# ---- design 1 ----
==> design_1/density.png <==
Drawn at 6 px/micron. The die is cut into 5 by 7 equal tiles; dark blue is low, red is high, 0 to 100% covered.
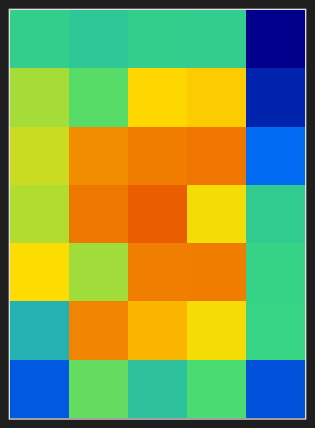
==> design_1/cell_classes.png <==
Drawn at 6 px/micron.
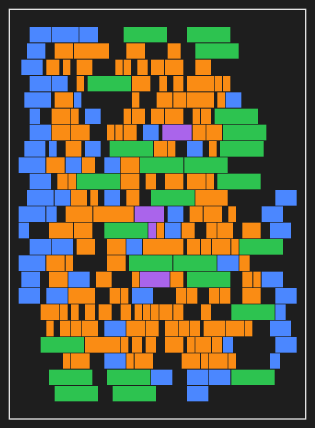
==> config.mk <==
export PLATFORM = sky130hd
export DESIGN_NAME = pipeline_ctrl
export DESIGN_NICKNAME = d
export VERILOG_FILES = /design/src/rtl/pipeline_pkg.sv /design/src/rtl/hazard_detect.sv /design/src/rtl/pipeline_ctrl.sv
export SDC_FILE = /design/constraint.sdc
export NUM_CORES = 1
export LEC_CHECK = 0
export CAP_MARGIN = 20
export CORE_ASPECT_RATIO = 1.4
export CORE_UTILIZATION = 46
export CTS_CLUSTER_SIZE = 30
export DETAILED_ROUTE_END_ITERATION = 10
export HOLD_SLACK_MARGIN = 0.03
export PLACE_DENSITY = 0.78
export RECOVER_POWER = 100
export REMOVE_ABC_BUFFERS = 1
export SLEW_MARGIN = 5
export SYNTH_ARGS = -nofsm -noshare
export SYNTH_HDL_FRONTEND = slang
export SYNTH_SLANG_ARGS = --single-unit
==> constraint.sdc <==
create_clock -name clk -period 2.35 [get_ports clk]
set_input_delay 0.47 -clock clk [delete_from_list [all_inputs] [get_ports clk]]
set_output_delay 0.47 -clock clk [all_outputs]
set_load 0.02 [all_outputs]
==> src/rtl/pipeline_pkg.sv <==
// Shared definitions for the pipeline controller.
//   state_t  : controller state encoding (RUN=0, MD_WAIT=1)
//   REG_ZERO : architectural zero register number; never a real hazard source
package pipeline_pkg;

  typedef enum logic {
    RUN     = 1'b0,
    MD_WAIT = 1'b1
  } state_t;

  localparam logic [4:0] REG_ZERO = 5'd0;

endpackage

==> src/rtl/hazard_detect.sv <==
// Load-use hazard compare (purely combinational).
//   i_mem_read_EX, i_rt_EX : load in EX and its destination register
//   i_rs_ID, i_rt_ID       : source registers of the instruction in ID
//   i_uses_rt_ID           : ID instruction actually reads rt
//   o_hazard               : ID must wait one cycle for the load result
module hazard_detect
  import pipeline_pkg::*;
(
  input  logic       i_mem_read_EX,
  input  logic [4:0] i_rt_EX,
  input  logic [4:0] i_rs_ID,
  input  logic [4:0] i_rt_ID,
  input  logic       i_uses_rt_ID,
  output logic       o_hazard
);

  logic w_rs_match;
  logic w_rt_match;

  assign w_rs_match = (i_rt_EX == i_rs_ID);
  // rt only counts when the ID instruction really reads it (e.g. not an I-type dest)
  assign w_rt_match = i_uses_rt_ID && (i_rt_EX == i_rt_ID);
  // loads into r0 are discarded, so they never create a dependency
  assign o_hazard   = i_mem_read_EX && (i_rt_EX != REG_ZERO) && (w_rs_match || w_rt_match);

endmodule

==> src/rtl/pipeline_ctrl.sv <==
// Pipeline stall/flush controller.
//   clk, reset (sync, active-high)
//   rs_ID, rt_ID, uses_rt_ID       : ID-stage operand info
//   mem_read_EX, rt_EX             : load in EX
//   muldiv_ID                      : ID instruction is a multi-cycle mul/div
//   branch_taken_EX                : redirect resolved in EX
//   pc_write, if_id_write, id_ex_write : stage-register enables
//   if_id_flush, id_ex_bubble      : insert NOPs
//   muldiv_busy                    : EX held by a mul/div
//   stall_count                    : saturating count of cycles with pc_write=0
// MULDIV_CYCLES is the total EX occupancy of a mul/div (2..255).
module pipeline_ctrl
  import pipeline_pkg::*;
#(
  parameter int MULDIV_CYCLES = 32
) (
  input  logic        clk,
  input  logic        reset,
  input  logic [4:0]  rs_ID,
  input  logic [4:0]  rt_ID,
  input  logic        uses_rt_ID,
  input  logic        mem_read_EX,
  input  logic [4:0]  rt_EX,
  input  logic        muldiv_ID,
  input  logic        branch_taken_EX,
  output logic        pc_write,
  output logic        if_id_write,
  output logic        id_ex_write,
  output logic        if_id_flush,
  output logic        id_ex_bubble,
  output logic        muldiv_busy,
  output logic [15:0] stall_count
);

  // first cycle in EX happens in RUN, so MD_WAIT covers the remaining cycles
  localparam logic [7:0] MD_INIT = 8'(MULDIV_CYCLES - 1);

  state_t      r_state;
  state_t      w_state_nxt;
  logic [7:0]  r_md_cnt;
  logic [7:0]  w_md_cnt_nxt;
  logic [15:0] r_stall_cnt;
  logic        w_hazard;

  hazard_detect u_hazard (
    .i_mem_read_EX (mem_read_EX),
    .i_rt_EX       (rt_EX),
    .i_rs_ID       (rs_ID),
    .i_rt_ID       (rt_ID),
    .i_uses_rt_ID  (uses_rt_ID),
    .o_hazard      (w_hazard)
  );

  always_ff @(posedge clk) begin
    if (reset) begin
      r_state     <= RUN;
      r_md_cnt    <= 8'd0;
      r_stall_cnt <= 16'd0;
    end else begin
      r_state  <= w_state_nxt;
      r_md_cnt <= w_md_cnt_nxt;
      if (!pc_write && (r_stall_cnt != 16'hFFFF))
        r_stall_cnt <= r_stall_cnt + 16'd1;
    end
  end

  always_comb begin
    w_state_nxt  = r_state;
    w_md_cnt_nxt = r_md_cnt;
    pc_write     = 1'b1;
    if_id_write  = 1'b1;
    id_ex_write  = 1'b1;
    if_id_flush  = 1'b0;
    id_ex_bubble = 1'b0;
    muldiv_busy  = 1'b0;

    if (reset) begin
      // hold everything and keep NOPs flowing until reset releases
      pc_write     = 1'b0;
      if_id_write  = 1'b0;
      id_ex_write  = 1'b0;
      if_id_flush  = 1'b1;
      id_ex_bubble = 1'b1;
    end else begin
      unique case (r_state)
        RUN: begin
          if (branch_taken_EX) begin
            // redirect wins: wrong-path IF/ID and ID/EX contents are squashed
            if_id_flush  = 1'b1;
            id_ex_bubble = 1'b1;
          end else if (w_hazard) begin
            pc_write     = 1'b0;
            if_id_write  = 1'b0;
            id_ex_bubble = 1'b1;
          end else if (muldiv_ID) begin
            w_state_nxt  = MD_WAIT;
            w_md_cnt_nxt = MD_INIT;
          end
        end
        MD_WAIT: begin
          pc_write     = 1'b0;
          if_id_write  = 1'b0;
          id_ex_write  = 1'b0;
          muldiv_busy  = 1'b1;
          w_md_cnt_nxt = r_md_cnt - 8'd1;
          if (r_md_cnt == 8'd1)
            w_state_nxt = RUN;
        end
        default: w_state_nxt = RUN;
      endcase
    end
  end

  assign stall_count = r_stall_cnt;

endmodule

==> results.toml <==
# synthesis and place-and-route metrics
[run_status]
status = "complete, no violations"

[timing]
max_freq_ghz = 0.431
final_max_slew_viol_count = 0
setup_slack_ps = 31.4

[cells_and_area]
layout-drive-gt1-share = 0.163
instances_no_fill = 258

[critical_path]
timing.rr.end = "stall_count[12]"
critPathSlowestCell = "clkdlybuf4s50_1"
cp-end-kind = "output port"
start_kind = "input pin"

[drt]
num_vias = 1417
ant_nets = 0

[synth]
ys_chip_area_sq_mm = 0.00143
syn_inst = 170
syn_avg_cell_area_sq_um = 8.43
yosys.area_share.adder = 0.0262
aoi_share = 0.136
ys_seq_frac = 0.349
synth-cells-yosys = 170

[power_and_ir_drop]
total_power_mw = 0.941

[clock_tree]
cts_tree = "built"
clk_pin_slew_ps = 90
cts-root-buf = "clkbuf_8"

[hold_path]
hold_path_depth = 1
hold_path.class = "reg2reg"

[placed_design]
io_buffers = 42

[grt]
met2_usage = 0.418

[floorplan]
ios = 43
Notes on design_1/density.png above:
emptiest ninth of the die = upper right
densest ninth of the die = centre
mean over tiles = 58%
tiles over 75% full = 31%
nearly empty tiles = 2.9%
fullest tile = 89%
fp util: 0.493
Final Util: 0.685
CORE AREA: 0.00291 sq mm

Notes on design_1/cell_classes.png above:
all other logic -> orange  # cells 136, share of their area 46%
other buffers and delay cells -> blue  # cells 56, share of their area 26%
flip-flops -> green  # cells 25, share of their area 26%
clock drivers and dummy loads -> purple  # cells 4, share of their area 2.3%
row count: 23
sequential share of cell area: 0.251

## power by group
part	internal (mW)	total, mW	switching, mW
clock network	0.121	0.253	0.132
registers	0.443	0.466	0.0228
logic	0.107	0.222	0.115
total	0.671	0.941	0.270
## timing repair
action,4_1_cts,5_1_grt
endpoints found under the setup margin,7,3
setup buffers,1,0
resized,31,12
pin swaps,4,10
## layout make-up
class                      instances  area (sq um)
fill                             233           916
multi-input combinational        131           883
inverter                           5          18.8
tap                               37          46.3
timing repair buffer              56           497
clock buffer                       4          45.0
sequential                        25           500

# ---- design 2 ----
==> design_2/cell_classes.png <==
Drawn at 2 px/micron.
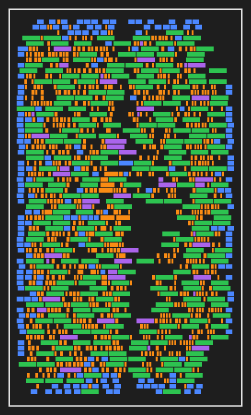
==> design_2/met1.png <==
Drawn at 3 px/micron. Supply wires on this layer in grey. Cells faint in the background.
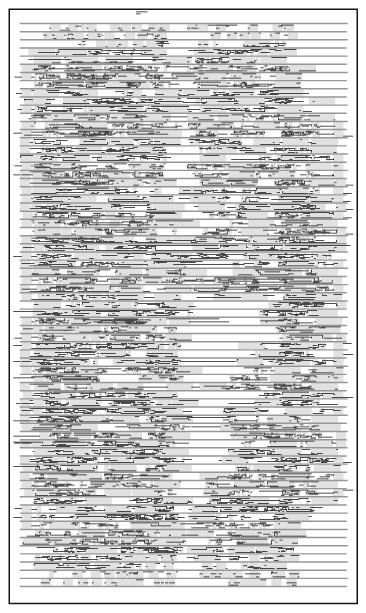
==> design_2/port_nets.png <==
Drawn at 2 px/micron.
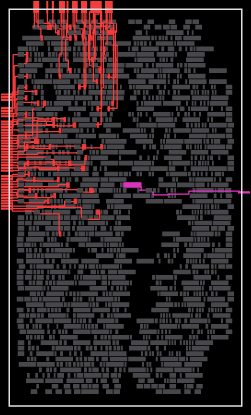
## src/rtl/sub64_serial_pkg.sv

```systemverilog
// Shared arithmetic definitions for the serial subtractor: slice width, FSM
// state encoding and the counter-width helper.
package arith_pkg;

   localparam int SLICE_W = 4;

   typedef enum logic [1:0] {IDLE, RUN, DONE} sub_state_t;

   // Never narrower than one bit, even for a single-slice datapath.
   function automatic int clog2(input int n);
      return (n <= 1) ? 1 : $clog2(n);
   endfunction

endpackage

```

## src/rtl/sub4_slice.sv

```systemverilog
// Combinational 4-bit borrow-ripple subtractor: x - y - b_in built as
// x + ~y + ~b_in on full-adder cells, with the carry inverted at both ends.
module sub4_slice
   import arith_pkg::*;
(
   output logic               b_out,
   output logic [SLICE_W-1:0] d,
   input  logic [SLICE_W-1:0] x,
   input  logic [SLICE_W-1:0] y,
   input  logic               b_in
);

   logic [SLICE_W:0] c;

   assign c[0] = ~b_in;

   for (genvar i = 0; i < SLICE_W; i++) begin : g_fa
      logic p;
      assign p      = x[i] ^ ~y[i];
      assign d[i]   = p ^ c[i];
      assign c[i+1] = (x[i] & ~y[i]) | (c[i] & p);
   end

   assign b_out = ~c[SLICE_W];

endmodule

```

## src/rtl/sub64_serial.sv

```systemverilog
// Multi-cycle WIDTH-bit subtractor: diff = a - b - b_in, one 4-bit slice per
// clock, LSB first, through a single shared borrow-chain slice.
module sub64_serial
   import arith_pkg::*;
#(
   parameter int WIDTH = 64
) (
   input  logic             clk,
   input  logic             rst_n,
   input  logic             start,
   input  logic [WIDTH-1:0] a,
   input  logic [WIDTH-1:0] b,
   input  logic             b_in,
   output logic             busy,
   output logic             done,
   output logic [WIDTH-1:0] diff,
   output logic             b_out,
   output logic             zero,
   output logic             ovf
);

   localparam int SLICES = WIDTH / SLICE_W;
   localparam int CW     = clog2(SLICES);
   localparam logic [CW-1:0] LAST = CW'(SLICES - 1);

   sub_state_t                 state;
   logic [CW-1:0]              cnt;
   logic [WIDTH-1:0]           a_sr;
   logic [WIDTH-1:0]           b_sr;
   logic [WIDTH-SLICE_W-1:0]   d_sr;
   logic                       borrow;
   logic                       a_msb;
   logic                       b_msb;

   logic                       s_bo;
   logic [SLICE_W-1:0]         s_d;
   logic [WIDTH-1:0]           d_next;
   logic                       accept;

   sub4_slice u_slice (
      .b_out (s_bo),
      .d     (s_d),
      .x     (a_sr[SLICE_W-1:0]),
      .y     (b_sr[SLICE_W-1:0]),
      .b_in  (borrow)
   );

   // Fresh nibble enters at the top; on the last slice this is the full result.
   assign d_next = {s_d, d_sr};
   assign accept = start && (state == IDLE || state == DONE);

   always_ff @(posedge clk or negedge rst_n) begin
      if (!rst_n) begin
         state  <= IDLE;
         cnt    <= '0;
         a_sr   <= '0;
         b_sr   <= '0;
         d_sr   <= '0;
         borrow <= 1'b0;
         a_msb  <= 1'b0;
         b_msb  <= 1'b0;
         busy   <= 1'b0;
         done   <= 1'b0;
         diff   <= '0;
         b_out  <= 1'b0;
         zero   <= 1'b1;
         ovf    <= 1'b0;
      end else begin
         done <= 1'b0;
         if (accept) begin
            state  <= RUN;
            busy   <= 1'b1;
            cnt    <= '0;
            a_sr   <= a;
            b_sr   <= b;
            borrow <= b_in;
            a_msb  <= a[WIDTH-1];
            b_msb  <= b[WIDTH-1];
         end else begin
            case (state)
               RUN: begin
                  a_sr   <= {{SLICE_W{1'b0}}, a_sr[WIDTH-1:SLICE_W]};
                  b_sr   <= {{SLICE_W{1'b0}}, b_sr[WIDTH-1:SLICE_W]};
                  d_sr   <= d_next[WIDTH-1:SLICE_W];
                  borrow <= s_bo;
                  cnt    <= cnt + 1'b1;
                  if (cnt == LAST) begin
                     // Outputs and flags only move here, so no partial result leaks out.
                     state <= DONE;
                     busy  <= 1'b0;
                     done  <= 1'b1;
                     diff  <= d_next;
                     b_out <= s_bo;
                     zero  <= (d_next == '0);
                     ovf   <= (a_msb != b_msb) && (d_next[WIDTH-1] != a_msb);
                  end
               end
               DONE:    state <= IDLE;
               default: ;
            endcase
         end
      end
   end

endmodule

```

## config.mk

```make
export PLATFORM = sky130hd
export DESIGN_NAME = sub64_serial
export DESIGN_NICKNAME = d
export VERILOG_FILES = /design/src/rtl/sub64_serial_pkg.sv /design/src/rtl/sub4_slice.sv /design/src/rtl/sub64_serial.sv
export SDC_FILE = /design/constraint.sdc
export NUM_CORES = 1
export LEC_CHECK = 0
export ABC_AREA = 1
export CORE_ASPECT_RATIO = 1.75
export CORE_MARGIN = 3
export CORE_UTILIZATION = 53
export DETAILED_ROUTE_END_ITERATION = 10
export PLACE_DENSITY = 0.81
export SLEW_MARGIN = 20
export SYNTH_ARGS = -nofsm -noshare
export SYNTH_HDL_FRONTEND = slang
export SYNTH_SLANG_ARGS = --single-unit
```

## constraint.sdc

```tcl
create_clock -name clk -period 6.2 [get_ports clk]
set_input_delay 0.93 -clock clk [delete_from_list [all_inputs] [get_ports clk]]
set_output_delay 0.93 -clock clk [all_outputs]
set_load 0.01 [all_outputs]
```

==> results.toml <==
# synthesis and place-and-route metrics
[critical_path]
worst_ep_arrival_time_ps = 3640
cp-endpoint = "diff[6]"

[clock_tree]
cts_setup_buffers = 0
ctsResizeCount = 0

[timing]
min_period_over_period = 0.529
hold_ws_ps = 468

[drt]
ant_nets = 0
met2_length_mm = 13.6

[run_status]
status = "complete, no violations"

[floorplan]
die_h_microns = 198
taps = 248

[synth]
aoi_share = 0.184
fp_nets = 1382
syn_avg_cell_area_sq_um = 8.93

[cells_and_area]
final_area_sq_mm = 0.0139
diodes = 0
comb_area_frac = 0.260

[grt]
antenna_found_initial = 0
Notes on design_2/cell_classes.png above:
all other logic -> orange  # cells 898, share of their area 30%
other buffers and delay cells -> blue  # cells 207, share of their area 15%
flip-flops -> green  # cells 266, share of their area 49%
clock drivers and dummy loads -> purple  # cells 44, share of their area 6.0%
sequential share of cell area: 0.478
Final Util: 0.680
CORE AREA: 0.0205 sq mm

Notes on design_2/met1.png above:
main direction = horizontal
share of all routed wire = 40%
nets with wire on the layer = 1,358
met1 usage: 0.288
vias: 8,964
routed wire length: 25.8 mm

Notes on design_2/port_nets.png above:
ovf -> magenta  # direction output, edge right, end cells 1, buffers 1, wire 52.9 microns
b -> red  # direction input, edge 39 left, 25 top, end cells 64, buffers 64, wire 1,590 microns

==> synthesized netlist by cell type (2+ instances only) <==
library cell	n	area share
nand3_1	11	0.0050
inv_2	4	0.0013
nand4_1	2	0.0011
nand2_1	269	0.091
o21ai_0	202	0.091
buf_2	37	0.017
nor2_1	92	0.031
o221ai_1	8	0.0063
clkbuf_1	31	0.010
o21ai_1	117	0.053
o22ai_1	9	0.0051
buf_4	6	0.0041
dfrtp_1	265	0.60
inv_1	113	0.038
a21oi_1	54	0.024
fa_1	4	0.0072
o211ai_1	4	0.0027
buf_6	7	0.0071

# ---- design 3 ----
### src/rtl/uart_tx_byte.sv
// Byte-wide UART transmitter: start bit, 8 data bits LSB first, optional parity,
// 1 or 2 stop bits. busy paces the upstream byte serialiser one byte at a time.
module uart_tx_byte #(
    parameter int CLK_FREQ  = 50_000_000,
    parameter int BAUD      = 115_200,
    parameter int PARITY    = 0,
    parameter int STOP_BITS = 1
) (
    input  logic       clk,
    input  logic       rst_n,
    input  logic [7:0] data_in,
    input  logic       send,
    output logic       busy,
    output logic       tx,
    output logic       done
);

    localparam int CLKS_PER_BIT = CLK_FREQ / BAUD;
    // Sized for two stop bits in a single count so the stop period never wraps.
    localparam int CNT_W = $clog2(CLKS_PER_BIT * 2);
    localparam logic [CNT_W-1:0] BIT_LOAD  = CNT_W'(CLKS_PER_BIT - 1);
    localparam logic [CNT_W-1:0] STOP_LOAD = CNT_W'(STOP_BITS * CLKS_PER_BIT - 1);

    generate
        if (CLKS_PER_BIT < 2) begin : g_bad_baud
            $error("uart_tx_byte: CLK_FREQ/BAUD must be at least 2");
        end
        if (STOP_BITS != 1 && STOP_BITS != 2) begin : g_bad_stop
            $error("uart_tx_byte: STOP_BITS must be 1 or 2");
        end
        if (PARITY < 0 || PARITY > 2) begin : g_bad_par
            $error("uart_tx_byte: PARITY must be 0, 1 or 2");
        end
    endgenerate

    typedef enum logic [2:0] {
        S_IDLE,
        S_START,
        S_DATA,
        S_PARITY,
        S_STOP
    } state_t;

    state_t           r_state;
    logic [CNT_W-1:0] r_cnt;
    logic [2:0]       r_idx;
    logic [7:0]       r_shift;
    logic             r_par;
    logic             r_busy;
    logic             r_tx;
    logic             r_done;

    logic w_accept;
    logic w_par;

    assign w_accept = send && !r_busy;
    // Parity is taken from the byte at acceptance; the shift register is consumed later.
    assign w_par    = (PARITY == 1) ? ~^data_in : ^data_in;

    always_ff @(posedge clk) begin
        if (!rst_n) begin
            r_state <= S_IDLE;
            r_cnt   <= '0;
            r_idx   <= '0;
            r_shift <= '0;
            r_par   <= 1'b0;
            r_busy  <= 1'b0;
            r_tx    <= 1'b1;
            r_done  <= 1'b0;
        end else begin
            r_done <= 1'b0;
            case (r_state)
                S_IDLE: begin
                    r_tx <= 1'b1;
                    if (w_accept) begin
                        r_state <= S_START;
                        r_shift <= data_in;
                        r_par   <= w_par;
                        r_cnt   <= BIT_LOAD;
                        r_idx   <= '0;
                        r_busy  <= 1'b1;
                        r_tx    <= 1'b0;
                    end
                end
                S_START: begin
                    if (r_cnt == '0) begin
                        r_state <= S_DATA;
                        r_cnt   <= BIT_LOAD;
                        r_tx    <= r_shift[0];
                    end else begin
                        r_cnt <= r_cnt - 1'b1;
                    end
                end
                S_DATA: begin
                    if (r_cnt == '0) begin
                        if (r_idx == 3'd7) begin
                            if (PARITY != 0) begin
                                r_state <= S_PARITY;
                                r_cnt   <= BIT_LOAD;
                                r_tx    <= r_par;
                            end else begin
                                r_state <= S_STOP;
                                r_cnt   <= STOP_LOAD;
                                r_tx    <= 1'b1;
                            end
                        end else begin
                            r_idx   <= r_idx + 1'b1;
                            r_shift <= r_shift >> 1;
                            r_cnt   <= BIT_LOAD;
                            r_tx    <= r_shift[1];
                        end
                    end else begin
                        r_cnt <= r_cnt - 1'b1;
                    end
                end
                S_PARITY: begin
                    if (r_cnt == '0) begin
                        r_state <= S_STOP;
                        r_cnt   <= STOP_LOAD;
                        r_tx    <= 1'b1;
                    end else begin
                        r_cnt <= r_cnt - 1'b1;
                    end
                end
                S_STOP: begin
                    if (r_cnt == '0) begin
                        r_state <= S_IDLE;
                        r_busy  <= 1'b0;
                        r_done  <= 1'b1;
                        r_tx    <= 1'b1;
                    end else begin
                        r_cnt <= r_cnt - 1'b1;
                    end
                end
                default: begin
                    r_state <= S_IDLE;
                    r_busy  <= 1'b0;
                    r_tx    <= 1'b1;
                end
            endcase
        end
    end

    assign busy = r_busy;
    assign tx   = r_tx;
    assign done = r_done;

endmodule

### config.mk
export PLATFORM = sky130hd
export DESIGN_NAME = uart_tx_byte
export DESIGN_NICKNAME = d
export VERILOG_FILES = /design/src/rtl/uart_tx_byte.sv
export SDC_FILE = /design/constraint.sdc
export NUM_CORES = 1
export LEC_CHECK = 0
export ABC_CLOCK_PERIOD_IN_PS = 3300
export CAP_MARGIN = 30
export CELL_PAD_IN_SITES_DETAIL_PLACEMENT = 0
export CELL_PAD_IN_SITES_GLOBAL_PLACEMENT = 1
export CORE_UTILIZATION = 45
export DETAILED_ROUTE_END_ITERATION = 7
export GPL_ROUTABILITY_DRIVEN = 0
export PLACE_DENSITY = 0.87
export SYNTH_ARGS = -nofsm -noshare
export SYNTH_HDL_FRONTEND = slang
export SYNTH_SLANG_ARGS = --single-unit
export TNS_END_PERCENT = 30
### constraint.sdc
create_clock -name clk -period 3.3 [get_ports clk]
set_input_delay 0.33 -clock clk [delete_from_list [all_inputs] [get_ports clk]]
set_output_delay 0.33 -clock clk [all_outputs]
set_load 0.03 [all_outputs]
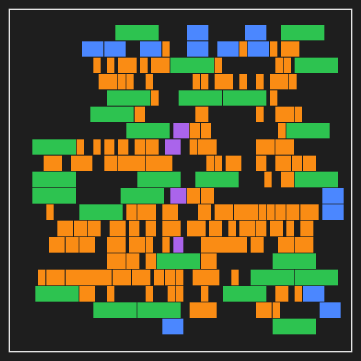
(design_3/cell_classes.png)
Drawn at 6 px/micron.
all other logic -> orange  # cells 122, share of their area 52%
other buffers and delay cells -> blue  # cells 13, share of their area 8.9%
clock drivers and dummy loads -> purple  # cells 4, share of their area 1.9%
flip-flops -> green  # cells 27, share of their area 37%
sequential share of cell area: 0.360
Final Util: 0.536
final instance area: 0.00150 sq mm
row count: 19

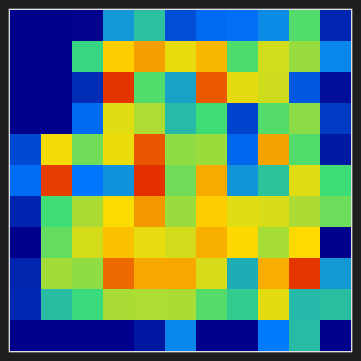
(design_3/density.png)
Drawn at 6 px/micron. The die is cut into 11 by 11 equal tiles; dark blue is low, red is high, 0 to 100% covered.
densest ninth of the die = centre
tiles over 75% full = 17%
emptiest ninth of the die = upper left
fp util: 0.482
CORE AREA: 0.00281 sq mm

==> results.toml <==
# synthesis and place-and-route metrics
[flow_run]
cap_violations = 0
tool_warnings = 27

[clock_tree]
htreeDepth = 1
cts_tree = "built"
ctsResizeCount = 0

[critical_path]
path_cells = "inv_1, ha_1, nor3b_1, and3_1, o22a_1, nor2_1, a311oi_1"
critPathMaxStageDelay_ps = 590
timing.rr.end = "r_shift[2]"

[synth]
synth-cells-yosys = 157
top_area_frac = 0.400
syn_area_sq_mm = 0.00135
synth_xor_xnor_area_share = 0.0389
ys_ff = 27

[floorplan]
die_h_microns = 56.8

[cells_and_area]
logic_gate_count = 118
flop_area_sq_um = 541

[power_and_ir_drop]
power_frac_clock = 0.153
p_per_area_mw_per_mm2 = 622
total_power_mw = 0.935
swShare = 0.377
p_leak_nw = 0.562

[run_status]
status = "finished with violations"
violations = "design-rule violations"

[drt]
drc_errors = 4
num_vias = 1114
wl_per_cell_microns = 13.6

[placed_design]
pre_cts_ws_ps = 800
hpwlAfterDp_mm = 1.93

[timing]
fin_worst_skew_ps = 6.55
rsz0062_at_grt = "no"
[power groups by stage]
stage / Sequential, mW / Clock, mW / Combinational (mW)
6_report: 0.451 / 0.143 / 0.342
5_1_grt: 0.460 / 0.164 / 0.380
4_1_cts: 0.450 / 0.149 / 0.343
3_5_place_dp: 0.458 / 0 / 0.341
3_3_place_gp: 0.455 / 0 / 0.329
2_1_floorplan: 0.447 / 0 / 0.280
[worst reg2reg max path: stages, from the launching register on]
cell and delay, ps:
dfxtp_1 350, inv_1 100, ha_1 140, nor3b_1 440
and3_1 380, o22a_1 590, nor2_1 80, a311oi_1 260

# ---- design 4 ----
File: src/rtl/input_conditioner.sv
// Board-pin front end: reset sync, per-channel synchroniser, optional debounce (INPUT_DEBOUNCE_EN),
// rising-edge pulse and optional sticky request latch.
module input_conditioner #(
  parameter int                  CHANNELS        = 3,
  parameter int                  SYNC_STAGES     = 2,
  parameter int                  DEBOUNCE_CYCLES = 4,
  parameter logic [CHANNELS-1:0] LATCH_MASK      = 3'b010
) (
  input  logic                clk,
  input  logic                Reset,
  input  logic [CHANNELS-1:0] async_in,
  input  logic [CHANNELS-1:0] latch_clr,
  output logic                Reset_Sync,
  output logic [CHANNELS-1:0] sync_level,
  output logic [CHANNELS-1:0] sync_rise,
  output logic [CHANNELS-1:0] sync_held
);

  logic [SYNC_STAGES-1:0] rst_chain_q;
  logic [CHANNELS-1:0]    sync_q [SYNC_STAGES];
  logic [CHANNELS-1:0]    sync_s;
  logic [CHANNELS-1:0]    prev_q, prev_d;
  logic [CHANNELS-1:0]    held_q, held_d;

  // Reset chain powers up asserted and shifts in zeros once Reset releases.
  always_ff @(posedge clk or posedge Reset) begin
    if (Reset) begin
      rst_chain_q <= '1;
    end else begin
      rst_chain_q <= {rst_chain_q[SYNC_STAGES-2:0], 1'b0};
    end
  end

  assign Reset_Sync = rst_chain_q[SYNC_STAGES-1];

  always_ff @(posedge clk or posedge Reset) begin
    if (Reset) begin
      for (int k = 0; k < SYNC_STAGES; k++) begin
        sync_q[k] <= '0;
      end
    end else begin
      sync_q[0] <= async_in;
      for (int k = 1; k < SYNC_STAGES; k++) begin
        sync_q[k] <= sync_q[k-1];
      end
    end
  end

  assign sync_s = sync_q[SYNC_STAGES-1];

`ifdef INPUT_DEBOUNCE_EN
  localparam int CW = $clog2(DEBOUNCE_CYCLES + 1);

  logic [CW-1:0]       cnt_q [CHANNELS];
  logic [CW-1:0]       cnt_d [CHANNELS];
  logic [CHANNELS-1:0] deb_q, deb_d;

  // A change is accepted only after DEBOUNCE_CYCLES consecutive disagreeing samples.
  always_comb begin
    deb_d = deb_q;
    for (int i = 0; i < CHANNELS; i++) begin
      cnt_d[i] = '0;
      if (sync_s[i] != deb_q[i]) begin
        if (cnt_q[i] == CW'(DEBOUNCE_CYCLES - 1)) begin
          deb_d[i] = sync_s[i];
        end else begin
          cnt_d[i] = cnt_q[i] + CW'(1);
        end
      end
    end
  end

  always_ff @(posedge clk or posedge Reset) begin
    if (Reset) begin
      deb_q <= '0;
      for (int i = 0; i < CHANNELS; i++) begin
        cnt_q[i] <= '0;
      end
    end else begin
      deb_q <= deb_d;
      for (int i = 0; i < CHANNELS; i++) begin
        cnt_q[i] <= cnt_d[i];
      end
    end
  end

  assign sync_level = deb_q;
`else
  assign sync_level = sync_s;
`endif

  // prev stays 0 during Reset_Sync so a level already high at release still pulses once.
  assign prev_d    = Reset_Sync ? '0 : sync_level;
  assign sync_rise = sync_level & ~prev_q & {CHANNELS{~Reset_Sync}};

  // Set has priority over clear; unmasked channels never hold state.
  assign held_d    = ((held_q & ~latch_clr) | sync_rise) & LATCH_MASK;
  assign sync_held = (held_q & LATCH_MASK) | (sync_level & ~LATCH_MASK);

  always_ff @(posedge clk or posedge Reset) begin
    if (Reset) begin
      prev_q <= '0;
      held_q <= '0;
    end else begin
      prev_q <= prev_d;
      held_q <= held_d;
    end
  end

endmodule
File: config.mk
export PLATFORM = sky130hd
export DESIGN_NAME = input_conditioner
export DESIGN_NICKNAME = d
export VERILOG_FILES = /design/src/rtl/input_conditioner.sv
export SDC_FILE = /design/constraint.sdc
export NUM_CORES = 1
export LEC_CHECK = 0
export CORE_AREA = 2 2 39 41
export CTS_CLUSTER_DIAMETER = 30
export DETAILED_ROUTE_END_ITERATION = 12
export DIE_AREA = 0 0 41 43
export PLACE_DENSITY_LB_ADDON = 0.08
export SYNTH_ARGS = -nofsm -noshare
export SYNTH_HDL_FRONTEND = slang
export SYNTH_SLANG_ARGS = --single-unit
File: constraint.sdc
create_clock -name clk -period 0.85 [get_ports clk]
set_input_delay 0.1275 -clock clk [delete_from_list [all_inputs] [get_ports clk]]
set_output_delay 0.1275 -clock clk [all_outputs]
set_load 0.005 [all_outputs]
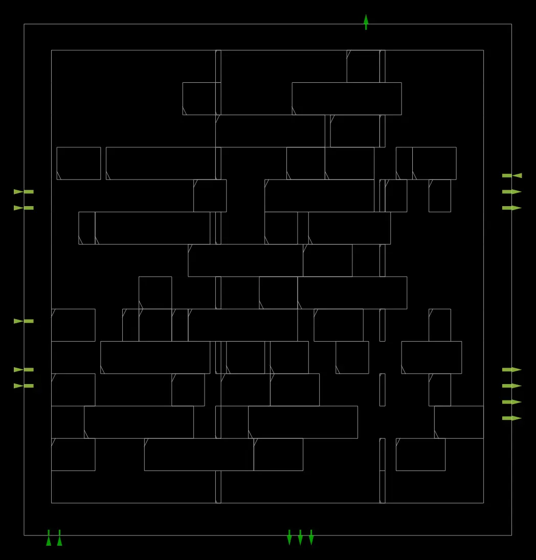
(design_4/final_placement.png)
sequential cells: 12
CORE AREA: 0.00138 sq mm
Final Util: 0.460
Layout Cells excl Fill: 64

==> results.toml <==
# synthesis and place-and-route metrics
[clock_tree]
cts_buffer_depth = 2
ctsResizeCount = 48

[power_and_ir_drop]
p_sw_mw = 0.236
total_power_mw = 1.12

[placed_design]
finalWeightedCongestion = 0.523

[timing]
setup_slack_ps = -438
fin_worst_skew_ps = 1.18
setup_viol = 13

[synth]
ys_chip_area_sq_um = 409
netlist_top_cells_count = "dfrtp_1, buf_4, dfstp_2, inv_1, nor2b_1"
syn_avg_cell_area_sq_um = 15.2

[critical_path]
cp.required_ps = 720
critPathSlowestCell = "dfstp_2"
crit_type = "reg2out"

[run_status]
status = "finished with violations"
violations = "negative setup slack"

[cells_and_area]
logic_gate_count = 8
seq_share = 0.475

[floorplan]
floorplan.core_util = 0.296
rows = 14

[grt]
antenna_found_initial = 0
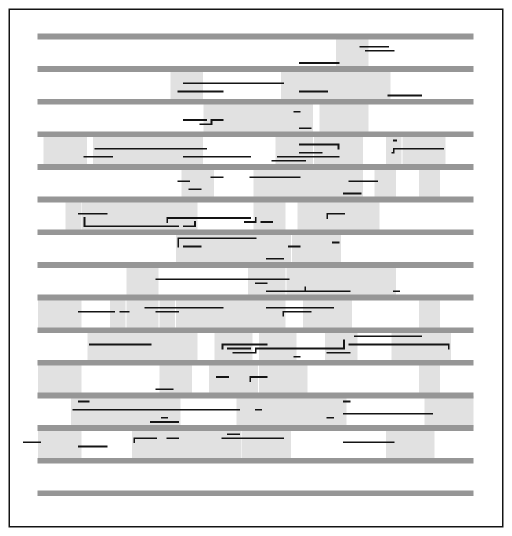
(design_4/met1.png)
Drawn at 12 px/micron. Supply wires on this layer in grey. Cells faint in the background.
nets with wire on the layer = 38
share of all routed wire = 39%
wire length on this layer = 235 microns
longest straight run = 13.8 microns
vias: 251
met1 usage: 0.113
routed wire length: 599 microns

==> metal layers <==
layer / global-route usage / vias up
met5: 0 / -
met4: 0.100 / 0
met3: 0.0471 / 0
met2: 0.106 / 12
met1: 0.113 / 119
li1: - / 120
==> kinds of logic (layout without fill, tap and decap cells) <==
kind of cell / count (synthesis) / count (layout) / share of synthesized area
flip-flops: 12 / 12 / 0.740
AND/OR/NAND/NOR: 6 / 6 / 0.122
other: 1 / 1 / 0.00917
AND-OR/OR-AND: 1 / 1 / 0.0184
buffers and inverters: 7 / 28 / 0.110

# ---- design 5 ----
==> design_5/density.png <==
Drawn at 3 px/micron. The die is cut into 13 by 13 equal tiles; dark blue is low, red is high, 0 to 100% covered.
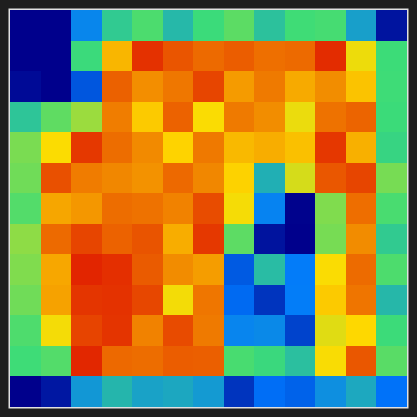
==> design_5/port_nets.png <==
Drawn at 2 px/micron.
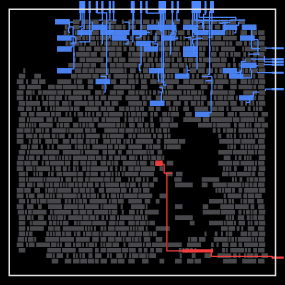
**config.mk**
```make
export PLATFORM = sky130hd
export DESIGN_NAME = mem_responder
export DESIGN_NICKNAME = d
export VERILOG_FILES = /design/src/rtl/mem_responder.sv
export SDC_FILE = /design/constraint.sdc
export NUM_CORES = 1
export LEC_CHECK = 0
export CORE_MARGIN = 3
export CORE_UTILIZATION = 50
export CTS_CLUSTER_SIZE = 14
export DETAILED_ROUTE_END_ITERATION = 10
export PLACE_DENSITY = 0.95
export SLEW_MARGIN = 0
export SYNTH_ARGS = -nofsm -noshare
export SYNTH_HDL_FRONTEND = slang
export SYNTH_SLANG_ARGS = --single-unit
```
**constraint.sdc**
```tcl
create_clock -name CLK -period 6.28 [get_ports CLK]
set_input_delay 1.256 -clock CLK [delete_from_list [all_inputs] [get_ports CLK]]
set_output_delay 1.256 -clock CLK [all_outputs]
set_load 0.005 [all_outputs]
```
**src/rtl/mem_responder.sv**
```systemverilog
// Memory-side responder: arbitrates fetch and data requests onto a single-port
// fixed-latency RAM, returns registered hit pulses, tracks an LL/SC reservation.
module mem_responder #(
  parameter int LAT = 2
) (
  input  logic        CLK,
  input  logic        RST,
  input  logic        imemREN,
  input  logic [31:0] imemaddr,
  input  logic        dmemREN,
  input  logic        dmemWEN,
  input  logic        datomic,
  input  logic [31:0] dmemaddr,
  input  logic [31:0] dmemstore,
  input  logic        halt,
  output logic        ihit,
  output logic [31:0] imemload,
  output logic        dhit,
  output logic [31:0] dmemload,
  output logic        flushed,
  output logic        ramREN,
  output logic        ramWEN,
  output logic [31:0] ramaddr,
  output logic [31:0] ramstore,
  input  logic [31:0] ramload
);

  localparam logic [1:0] IDLE   = 2'd0;
  localparam logic [1:0] BUSY   = 2'd1;
  localparam logic [1:0] RESP   = 2'd2;
  localparam logic [1:0] HALTED = 2'd3;

  localparam logic [3:0] LAT_M1 = 4'(LAT - 1);

  logic [1:0]  state;
  logic [3:0]  count;
  logic        op_data;
  logic        op_write;
  logic        op_atomic;
  logic [31:0] addr;
  logic [31:0] store_data;
  logic        resv_valid;
  logic [29:0] resv_addr;
  logic        sc_match;

  assign sc_match = resv_valid && (resv_addr == dmemaddr[31:2]);

  // Writes strobe only in the final busy cycle so a reset mid-access never commits
  assign ramREN   = (state == BUSY) && !op_write;
  assign ramWEN   = (state == BUSY) && op_write && (count == 4'd0);
  assign ramaddr  = (state == BUSY) ? addr : 32'd0;
  assign ramstore = ramWEN ? store_data : 32'd0;

  always_ff @(posedge CLK) begin
    if (RST) begin
      state      <= IDLE;
      count      <= 4'd0;
      op_data    <= 1'b0;
      op_write   <= 1'b0;
      op_atomic  <= 1'b0;
      addr       <= 32'd0;
      store_data <= 32'd0;
      resv_valid <= 1'b0;
      resv_addr  <= 30'd0;
      ihit       <= 1'b0;
      imemload   <= 32'd0;
      dhit       <= 1'b0;
      dmemload   <= 32'd0;
      flushed    <= 1'b0;
    end else begin
      case (state)
        IDLE: begin
          if (halt) begin
            state   <= HALTED;
            flushed <= 1'b1;
          end else if (dmemREN || dmemWEN) begin
            op_data    <= 1'b1;
            op_write   <= dmemWEN;
            op_atomic  <= datomic;
            addr       <= dmemaddr;
            store_data <= dmemstore;
            // A failing SC never touches the RAM and answers immediately
            if (dmemWEN && datomic && !sc_match) begin
              state      <= RESP;
              dhit       <= 1'b1;
              dmemload   <= 32'd0;
              resv_valid <= 1'b0;
            end else begin
              state <= BUSY;
              count <= LAT_M1;
            end
          end else if (imemREN) begin
            op_data   <= 1'b0;
            op_write  <= 1'b0;
            op_atomic <= 1'b0;
            addr      <= imemaddr;
            state     <= BUSY;
            count     <= LAT_M1;
          end
        end
        BUSY: begin
          if (count != 4'd0) begin
            count <= count - 4'd1;
          end else begin
            state <= RESP;
            if (!op_data) begin
              ihit     <= 1'b1;
              imemload <= ramload;
            end else if (op_write) begin
              dhit     <= 1'b1;
              dmemload <= {31'd0, op_atomic};
              if (op_atomic || (resv_addr == addr[31:2]))
                resv_valid <= 1'b0;
            end else begin
              dhit     <= 1'b1;
              dmemload <= ramload;
              if (op_atomic) begin
                resv_valid <= 1'b1;
                resv_addr  <= addr[31:2];
              end
            end
          end
        end
        RESP: begin
          ihit  <= 1'b0;
          dhit  <= 1'b0;
          state <= IDLE;
        end
        HALTED: begin
          flushed <= 1'b1;
        end
        default: state <= IDLE;
      endcase
    end
  end

endmodule
```
==> results.toml <==
# synthesis and place-and-route metrics
[timing]
setup_slack_ps = 1810
max_slew.worst_pin.slew_ps = 1140
rsz0062_at_grt = "no"
final_max_slew_viol_count = 0
max_freq_ghz = 0.224

[cells_and_area]
most-common-layout-cells = "clkdlybuf4s50_1, nand2_1, dfxtp_1"
layout-drive-gt1-share = 0.0661

[run_status]
status = "complete, no violations"

[hold_path]
hold_end = "store_data[23]"

[power_and_ir_drop]
swShare = 0.360

[synth]
yosysMostFrequentCell = "nand2_1"
mux_share = 0.00408
fp_nets = 1145

[placed_design]
finalWeightedCongestion = 0.954
io_buffers = 267

[drt]
ant_nets = 0
met2_length_mm = 12.7

[floorplan]
rows = 45

[clock_tree]
cts_setup_buffers = 0

[critical_path]
start_kind = "register"

[grt]
grt_usage = 0.291
## Picture notes: design_5/density.png
nearly empty tiles = 4.7%
fullest tile = 96%
mean over tiles = 63%
tiles over 75% full = 49%
emptiest ninth of the die = upper left

## Picture notes: design_5/port_nets.png
imemREN -> red  # direction input, edge right, end cells 2, buffers 1, wire 109 microns
imemload -> blue  # direction output, edge 26 top, 6 right, end cells 32, buffers 32, wire 835 microns

[cell type report]
cell class	count	area, sq um
multi-input combinational	748	4230
fill	1114	4110
sequential	171	3420
timing repair buffer	280	2770
clock buffer	18	429
tap	211	264
clock inverter	14	170
inverter	9	33.8
[through the flow]
step | utilization | total power [mW] | std cells | hold WS, ps
after detailed placement | 0.695 | 2.66 | 1419 | 440
after global placement | 0.695 | 2.61 | 1419 | 436
after CTS | 0.734 | 3.74 | 1451 | 452
final | 0.734 | 3.74 | 1451 | 449
after global routing | 0.734 | 3.93 | 1451 | 466
after floorplan | - | 2.12 | 1005 | 432

# ---- design 6 ----
==> design_6/met1.png <==
Drawn at 6 px/micron. Supply wires on this layer in grey. Cells faint in the background.
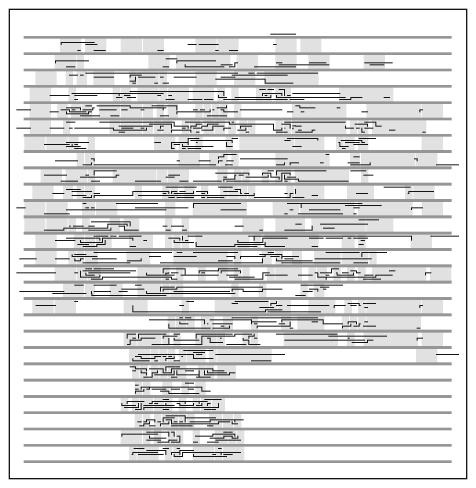
==> design_6/final_placement.png <==
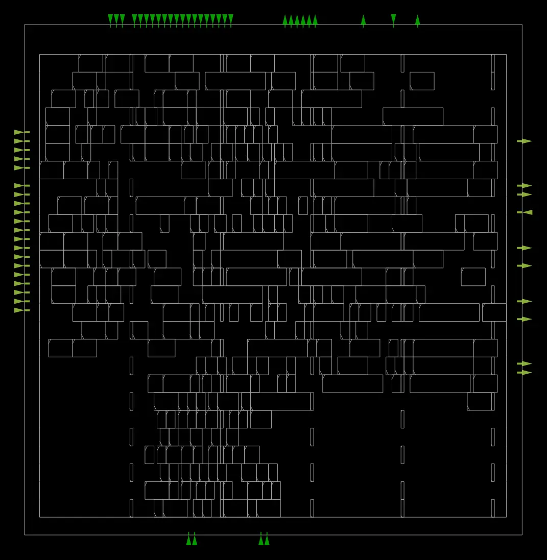
**src/rtl/reg_arb_pkg.sv**
```systemverilog
// rtl/reg_arb_pkg.sv - shared state type and constants for reg_write_arbiter
package reg_arb_pkg;

  typedef enum logic [1:0] {
    IDLE  = 2'd0,
    GRANT = 2'd1,
    WRITE = 2'd2,
    DONE  = 2'd3
  } arb_state_t;

  localparam int DATA_W    = 8;
  localparam int BURST_MAX = 8;

endpackage

```
**src/rtl/reg_write_arbiter_if.sv**
```systemverilog
// rtl/reg_write_arbiter_if.sv - requester/register-bank bus of reg_write_arbiter (LOCK only under REG_ARB_BURST_EN)
interface reg_write_arbiter_if #(
  parameter int N_REQ = 4,
  parameter int N_REG = 4
);
  import reg_arb_pkg::*;

  localparam int AW = $clog2(N_REG);

  logic [N_REQ-1:0]        REQ;
  logic [N_REQ*AW-1:0]     ADDR;
  logic [N_REQ*DATA_W-1:0] WDATA;
`ifdef REG_ARB_BURST_EN
  logic [N_REQ-1:0]        LOCK;
`endif
  logic [N_REQ-1:0]        ACK;
  logic [N_REG-1:0]        REG_EN;
  logic [DATA_W-1:0]       REG_IN;
  logic                    BUSY;

  // Requester / testbench side.
  modport master (
`ifdef REG_ARB_BURST_EN
    output LOCK,
`endif
    output REQ, ADDR, WDATA,
    input  ACK, REG_EN, REG_IN, BUSY
  );

  // Arbiter side.
  modport slave (
`ifdef REG_ARB_BURST_EN
    input  LOCK,
`endif
    input  REQ, ADDR, WDATA,
    output ACK, REG_EN, REG_IN, BUSY
  );

endinterface

```
**src/rtl/rr_pick.sv**
```systemverilog
// rtl/rr_pick.sv - combinational round-robin winner selection starting at ptr
module rr_pick #(
  parameter int N  = 4,
  parameter int IW = $clog2(N)
) (
  input  logic [N-1:0]  req,
  input  logic [IW-1:0] ptr,
  output logic [IW-1:0] winner,
  output logic          valid
);

  int            idx;
  logic [IW-1:0] idx_l;

  // Scan ptr, ptr+1, ... with wrap; the first active request wins.
  always_comb begin
    winner = ptr;
    valid  = 1'b0;
    idx    = 0;
    idx_l  = '0;
    for (int k = 0; k < N; k++) begin
      idx = int'(ptr) + k;
      if (idx >= N) idx = idx - N;
      idx_l = IW'(idx);
      if (!valid && req[idx_l]) begin
        valid  = 1'b1;
        winner = idx_l;
      end
    end
  end

endmodule

```
**src/rtl/reg_write_arbiter.sv**
```systemverilog
// rtl/reg_write_arbiter.sv - round-robin write arbiter for a shared register bank (burst option: REG_ARB_BURST_EN)
module reg_write_arbiter
  import reg_arb_pkg::*;
#(
  parameter int N_REQ = 4,
  parameter int N_REG = 4
) (
  input logic               CLK,
  input logic               RST,
  reg_write_arbiter_if.slave bus
);

  localparam int AW = $clog2(N_REG);
  localparam int IW = $clog2(N_REQ);

  arb_state_t        state, state_next;
  logic [IW-1:0]     ptr, ptr_next;
  logic [IW-1:0]     win, win_next;
  logic [AW-1:0]     lat_addr, addr_next;
  logic [DATA_W-1:0] reg_in_next;
  logic [N_REQ-1:0]  ack_next;
  logic [N_REG-1:0]  en_next;
  logic              busy_next;

  logic [IW-1:0]     pick_idx;
  logic              pick_valid;
  logic [IW-1:0]     sel;
  logic [AW-1:0]     sel_addr;
  logic [DATA_W-1:0] sel_data;

`ifdef REG_ARB_BURST_EN
  localparam int CW = $clog2(BURST_MAX);
  logic [CW-1:0]     burst_cnt, cnt_next;
  logic              sel_lock;
`endif

  rr_pick #(.N(N_REQ), .IW(IW)) u_pick (
    .req    (bus.REQ),
    .ptr    (ptr),
    .winner (pick_idx),
    .valid  (pick_valid)
  );

  // In DONE the held winner is re-read (burst re-latch); otherwise the fresh pick.
  assign sel = (state == DONE) ? win : pick_idx;

  // Extract the selected requester's address, data and lock bit.
  always_comb begin
    sel_addr = '0;
    sel_data = '0;
`ifdef REG_ARB_BURST_EN
    sel_lock = 1'b0;
`endif
    for (int i = 0; i < N_REQ; i++) begin
      if (sel == IW'(i)) begin
        sel_addr = bus.ADDR[i*AW +: AW];
        sel_data = bus.WDATA[i*DATA_W +: DATA_W];
`ifdef REG_ARB_BURST_EN
        sel_lock = bus.LOCK[i];
`endif
      end
    end
  end

  // Next-state and next-output logic; outputs are registered from these values.
  always_comb begin
    state_next  = state;
    ptr_next    = ptr;
    win_next    = win;
    addr_next   = lat_addr;
    reg_in_next = bus.REG_IN;
    ack_next    = '0;
    en_next     = '0;
`ifdef REG_ARB_BURST_EN
    cnt_next    = burst_cnt;
`endif
    unique case (state)
      IDLE: begin
        if (pick_valid) begin
          win_next    = pick_idx;
          addr_next   = sel_addr;
          reg_in_next = sel_data;
          state_next  = GRANT;
        end
      end
      GRANT: begin
        // Out-of-range addresses match no bit, so no enable fires.
        for (int r = 0; r < N_REG; r++) begin
          if (lat_addr == AW'(r)) en_next[r] = 1'b1;
        end
        state_next = WRITE;
      end
      WRITE: begin
        for (int i = 0; i < N_REQ; i++) begin
          if (win == IW'(i)) ack_next[i] = 1'b1;
        end
        state_next = DONE;
      end
      DONE: begin
        ptr_next   = (int'(win) == N_REQ - 1) ? IW'(0) : win + 1'b1;
        state_next = IDLE;
`ifdef REG_ARB_BURST_EN
        cnt_next = '0;
        if (sel_lock && (int'(burst_cnt) < BURST_MAX - 1)) begin
          ptr_next    = ptr;
          addr_next   = sel_addr;
          reg_in_next = sel_data;
          cnt_next    = burst_cnt + 1'b1;
          state_next  = GRANT;
        end
`endif
      end
      default: state_next = IDLE;
    endcase
    busy_next = (state_next != IDLE);
  end

  // State, latched transaction and registered outputs; reset drops any transaction in flight.
  always_ff @(posedge CLK or posedge RST) begin
    if (RST) begin
      state      <= IDLE;
      ptr        <= '0;
      win        <= '0;
      lat_addr   <= '0;
      bus.ACK    <= '0;
      bus.REG_EN <= '0;
      bus.REG_IN <= '0;
      bus.BUSY   <= 1'b0;
`ifdef REG_ARB_BURST_EN
      burst_cnt  <= '0;
`endif
    end else begin
      state      <= state_next;
      ptr        <= ptr_next;
      win        <= win_next;
      lat_addr   <= addr_next;
      bus.ACK    <= ack_next;
      bus.REG_EN <= en_next;
      bus.REG_IN <= reg_in_next;
      bus.BUSY   <= busy_next;
`ifdef REG_ARB_BURST_EN
      burst_cnt  <= cnt_next;
`endif
    end
  end

endmodule

```
**src/flat_wrapper.sv**
```systemverilog
// flat-port wrapper written by rule: the top's interface ports become plain ports
module reg_write_arbiter_flat import reg_arb_pkg::*;
#(
  parameter int N_REQ = 4,
  parameter int N_REG = 4
)
  (CLK, RST, bus_REQ, bus_ADDR, bus_WDATA, bus_ACK, bus_REG_EN, bus_REG_IN, bus_BUSY);
  reg_write_arbiter_if #(.N_REQ(N_REQ), .N_REG(N_REG)) bus_i ();
  input logic CLK;
  input logic RST;
  input wire logic [$bits(bus_i.REQ)-1:0] bus_REQ;
  input wire logic [$bits(bus_i.ADDR)-1:0] bus_ADDR;
  input wire logic [$bits(bus_i.WDATA)-1:0] bus_WDATA;
  output wire logic [$bits(bus_i.ACK)-1:0] bus_ACK;
  output wire logic [$bits(bus_i.REG_EN)-1:0] bus_REG_EN;
  output wire logic [$bits(bus_i.REG_IN)-1:0] bus_REG_IN;
  output wire logic [$bits(bus_i.BUSY)-1:0] bus_BUSY;
  assign bus_i.REQ = bus_REQ;
  assign bus_i.ADDR = bus_ADDR;
  assign bus_i.WDATA = bus_WDATA;
  assign bus_ACK = bus_i.ACK;
  assign bus_REG_EN = bus_i.REG_EN;
  assign bus_REG_IN = bus_i.REG_IN;
  assign bus_BUSY = bus_i.BUSY;
  reg_write_arbiter #(.N_REQ(N_REQ), .N_REG(N_REG)) u_core (.CLK(CLK), .RST(RST), .bus(bus_i));
endmodule
```
**config.mk**
```make
export PLATFORM = sky130hd
export DESIGN_NAME = reg_write_arbiter_flat
export DESIGN_NICKNAME = d
export VERILOG_FILES = /design/src/rtl/reg_arb_pkg.sv /design/src/rtl/reg_write_arbiter_if.sv /design/src/rtl/rr_pick.sv /design/src/rtl/reg_write_arbiter.sv /design/src/flat_wrapper.sv
export SDC_FILE = /design/constraint.sdc
export NUM_CORES = 1
export LEC_CHECK = 0
export ABC_AREA = 1
export CAP_MARGIN = 20
export CORE_AREA = 2 2 74 76
export DETAILED_ROUTE_END_ITERATION = 10
export DIE_AREA = 0 0 76 78
export HOLD_SLACK_MARGIN = 0.12
export PLACE_DENSITY = 0.66
export SLEW_MARGIN = 20
export SYNTH_ARGS = -nofsm -noshare
export SYNTH_HDL_FRONTEND = slang
export SYNTH_HIERARCHICAL = 1
export SYNTH_SLANG_ARGS = --single-unit
```
**constraint.sdc**
```tcl
create_clock -name CLK -period 4.8 [get_ports CLK]
set_input_delay 1.44 -clock CLK [delete_from_list [all_inputs] [get_ports CLK]]
set_output_delay 1.44 -clock CLK [all_outputs]
set_load 0.05 [all_outputs]
```
==> results.toml <==
# synthesis and place-and-route metrics
[run_status]
status = "complete, no violations"

[synth]
aoi_share = 0.0745
syn_avg_cell_area_sq_um = 7.06
yosys.area_share.adder = 0.0579
syn_inst = 245

[cells_and_area]
seq_share = 0.257
bufAreaShareNonClock = 0.254
largest_register_ffs = 8
comb_area_frac = 0.376

[critical_path]
reg2reg_depth = 17
cp-end-kind = "register"

[power_and_ir_drop]
ir_drop_uv = 419
p_leak_nw = 1.27

[timing]
final_max_slew_viol_count = 0
hold_violations = 0

[clock_tree]
htreeDepth = 1
cts_setup_buffers = 0
cts_buffer_depth = 2

[hold_path]
hold_path_depth = 2

[floorplan]
rows = 26
## Picture notes: design_6/met1.png
nets with wire on the layer = 319
main direction = horizontal
share of all routed wire = 49%
wire length on this layer = 1,950 microns
vias: 1,637
routed wire length: 4.01 mm
met1 usage: 0.192

## Picture notes: design_6/final_placement.png
Layout Cells excl Fill: 376
Fillers: 507
Final Util: 0.484
tap cells: 70

## worst register-to-register path: stages, from the launching register on
cell and delay [ps]:
dfrtp_1 610, inv_2 190, nand2_2 130, nand2_4 70, nand2_2 70, nand2_2 60, a21oi_2 170, nand3_2 100
o21ai_1 130, inv_1 100, nand2_4 70, nand2_4 90, inv_4 160, nand2_4 130, o21ai_0 230, inv_2 40
nand2_1 60, nand2_1 40
## report_power, final
group          leakage (nW)  internal [mW]  switching (mW)  total (mW)
Clock                0.0255         0.0579          0.0640       0.122
Sequential            0.318          0.302          0.0746       0.376
Combinational         0.930          0.466           0.948        1.41
Total                  1.27          0.825            1.09        1.91


==> gallery <==
Local utilization.
shot_01.png
Drawn at 8 px/micron. The die is cut into 8 by 9 equal tiles; dark blue is low, red is high, 0 to 100% covered.
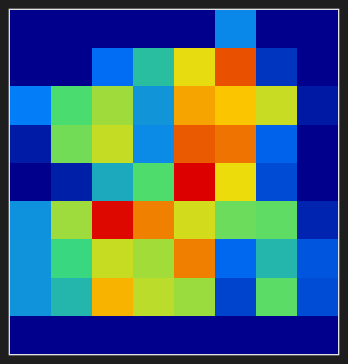
shot_02.png
Drawn at 4 px/micron. The die is cut into 8 by 8 equal tiles; dark blue is low, red is high, 0 to 100% covered.
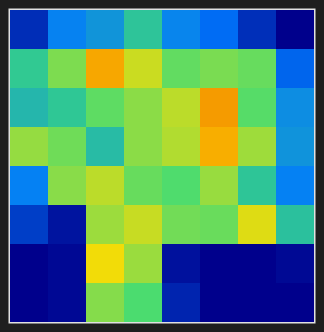
shot_03.png
Drawn at 2 px/micron. The die is cut into 12 by 20 equal tiles; dark blue is low, red is high, 0 to 100% covered.
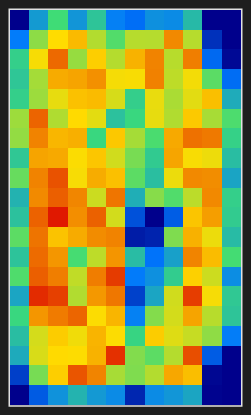
| picture | from |
|---|---|
| shot_03.png | design 2 |
| shot_01.png | design 4 |
| shot_02.png | design 6 |
Of these, highest utilization: shot_03.png

Power and IR drop assume default switching activity.
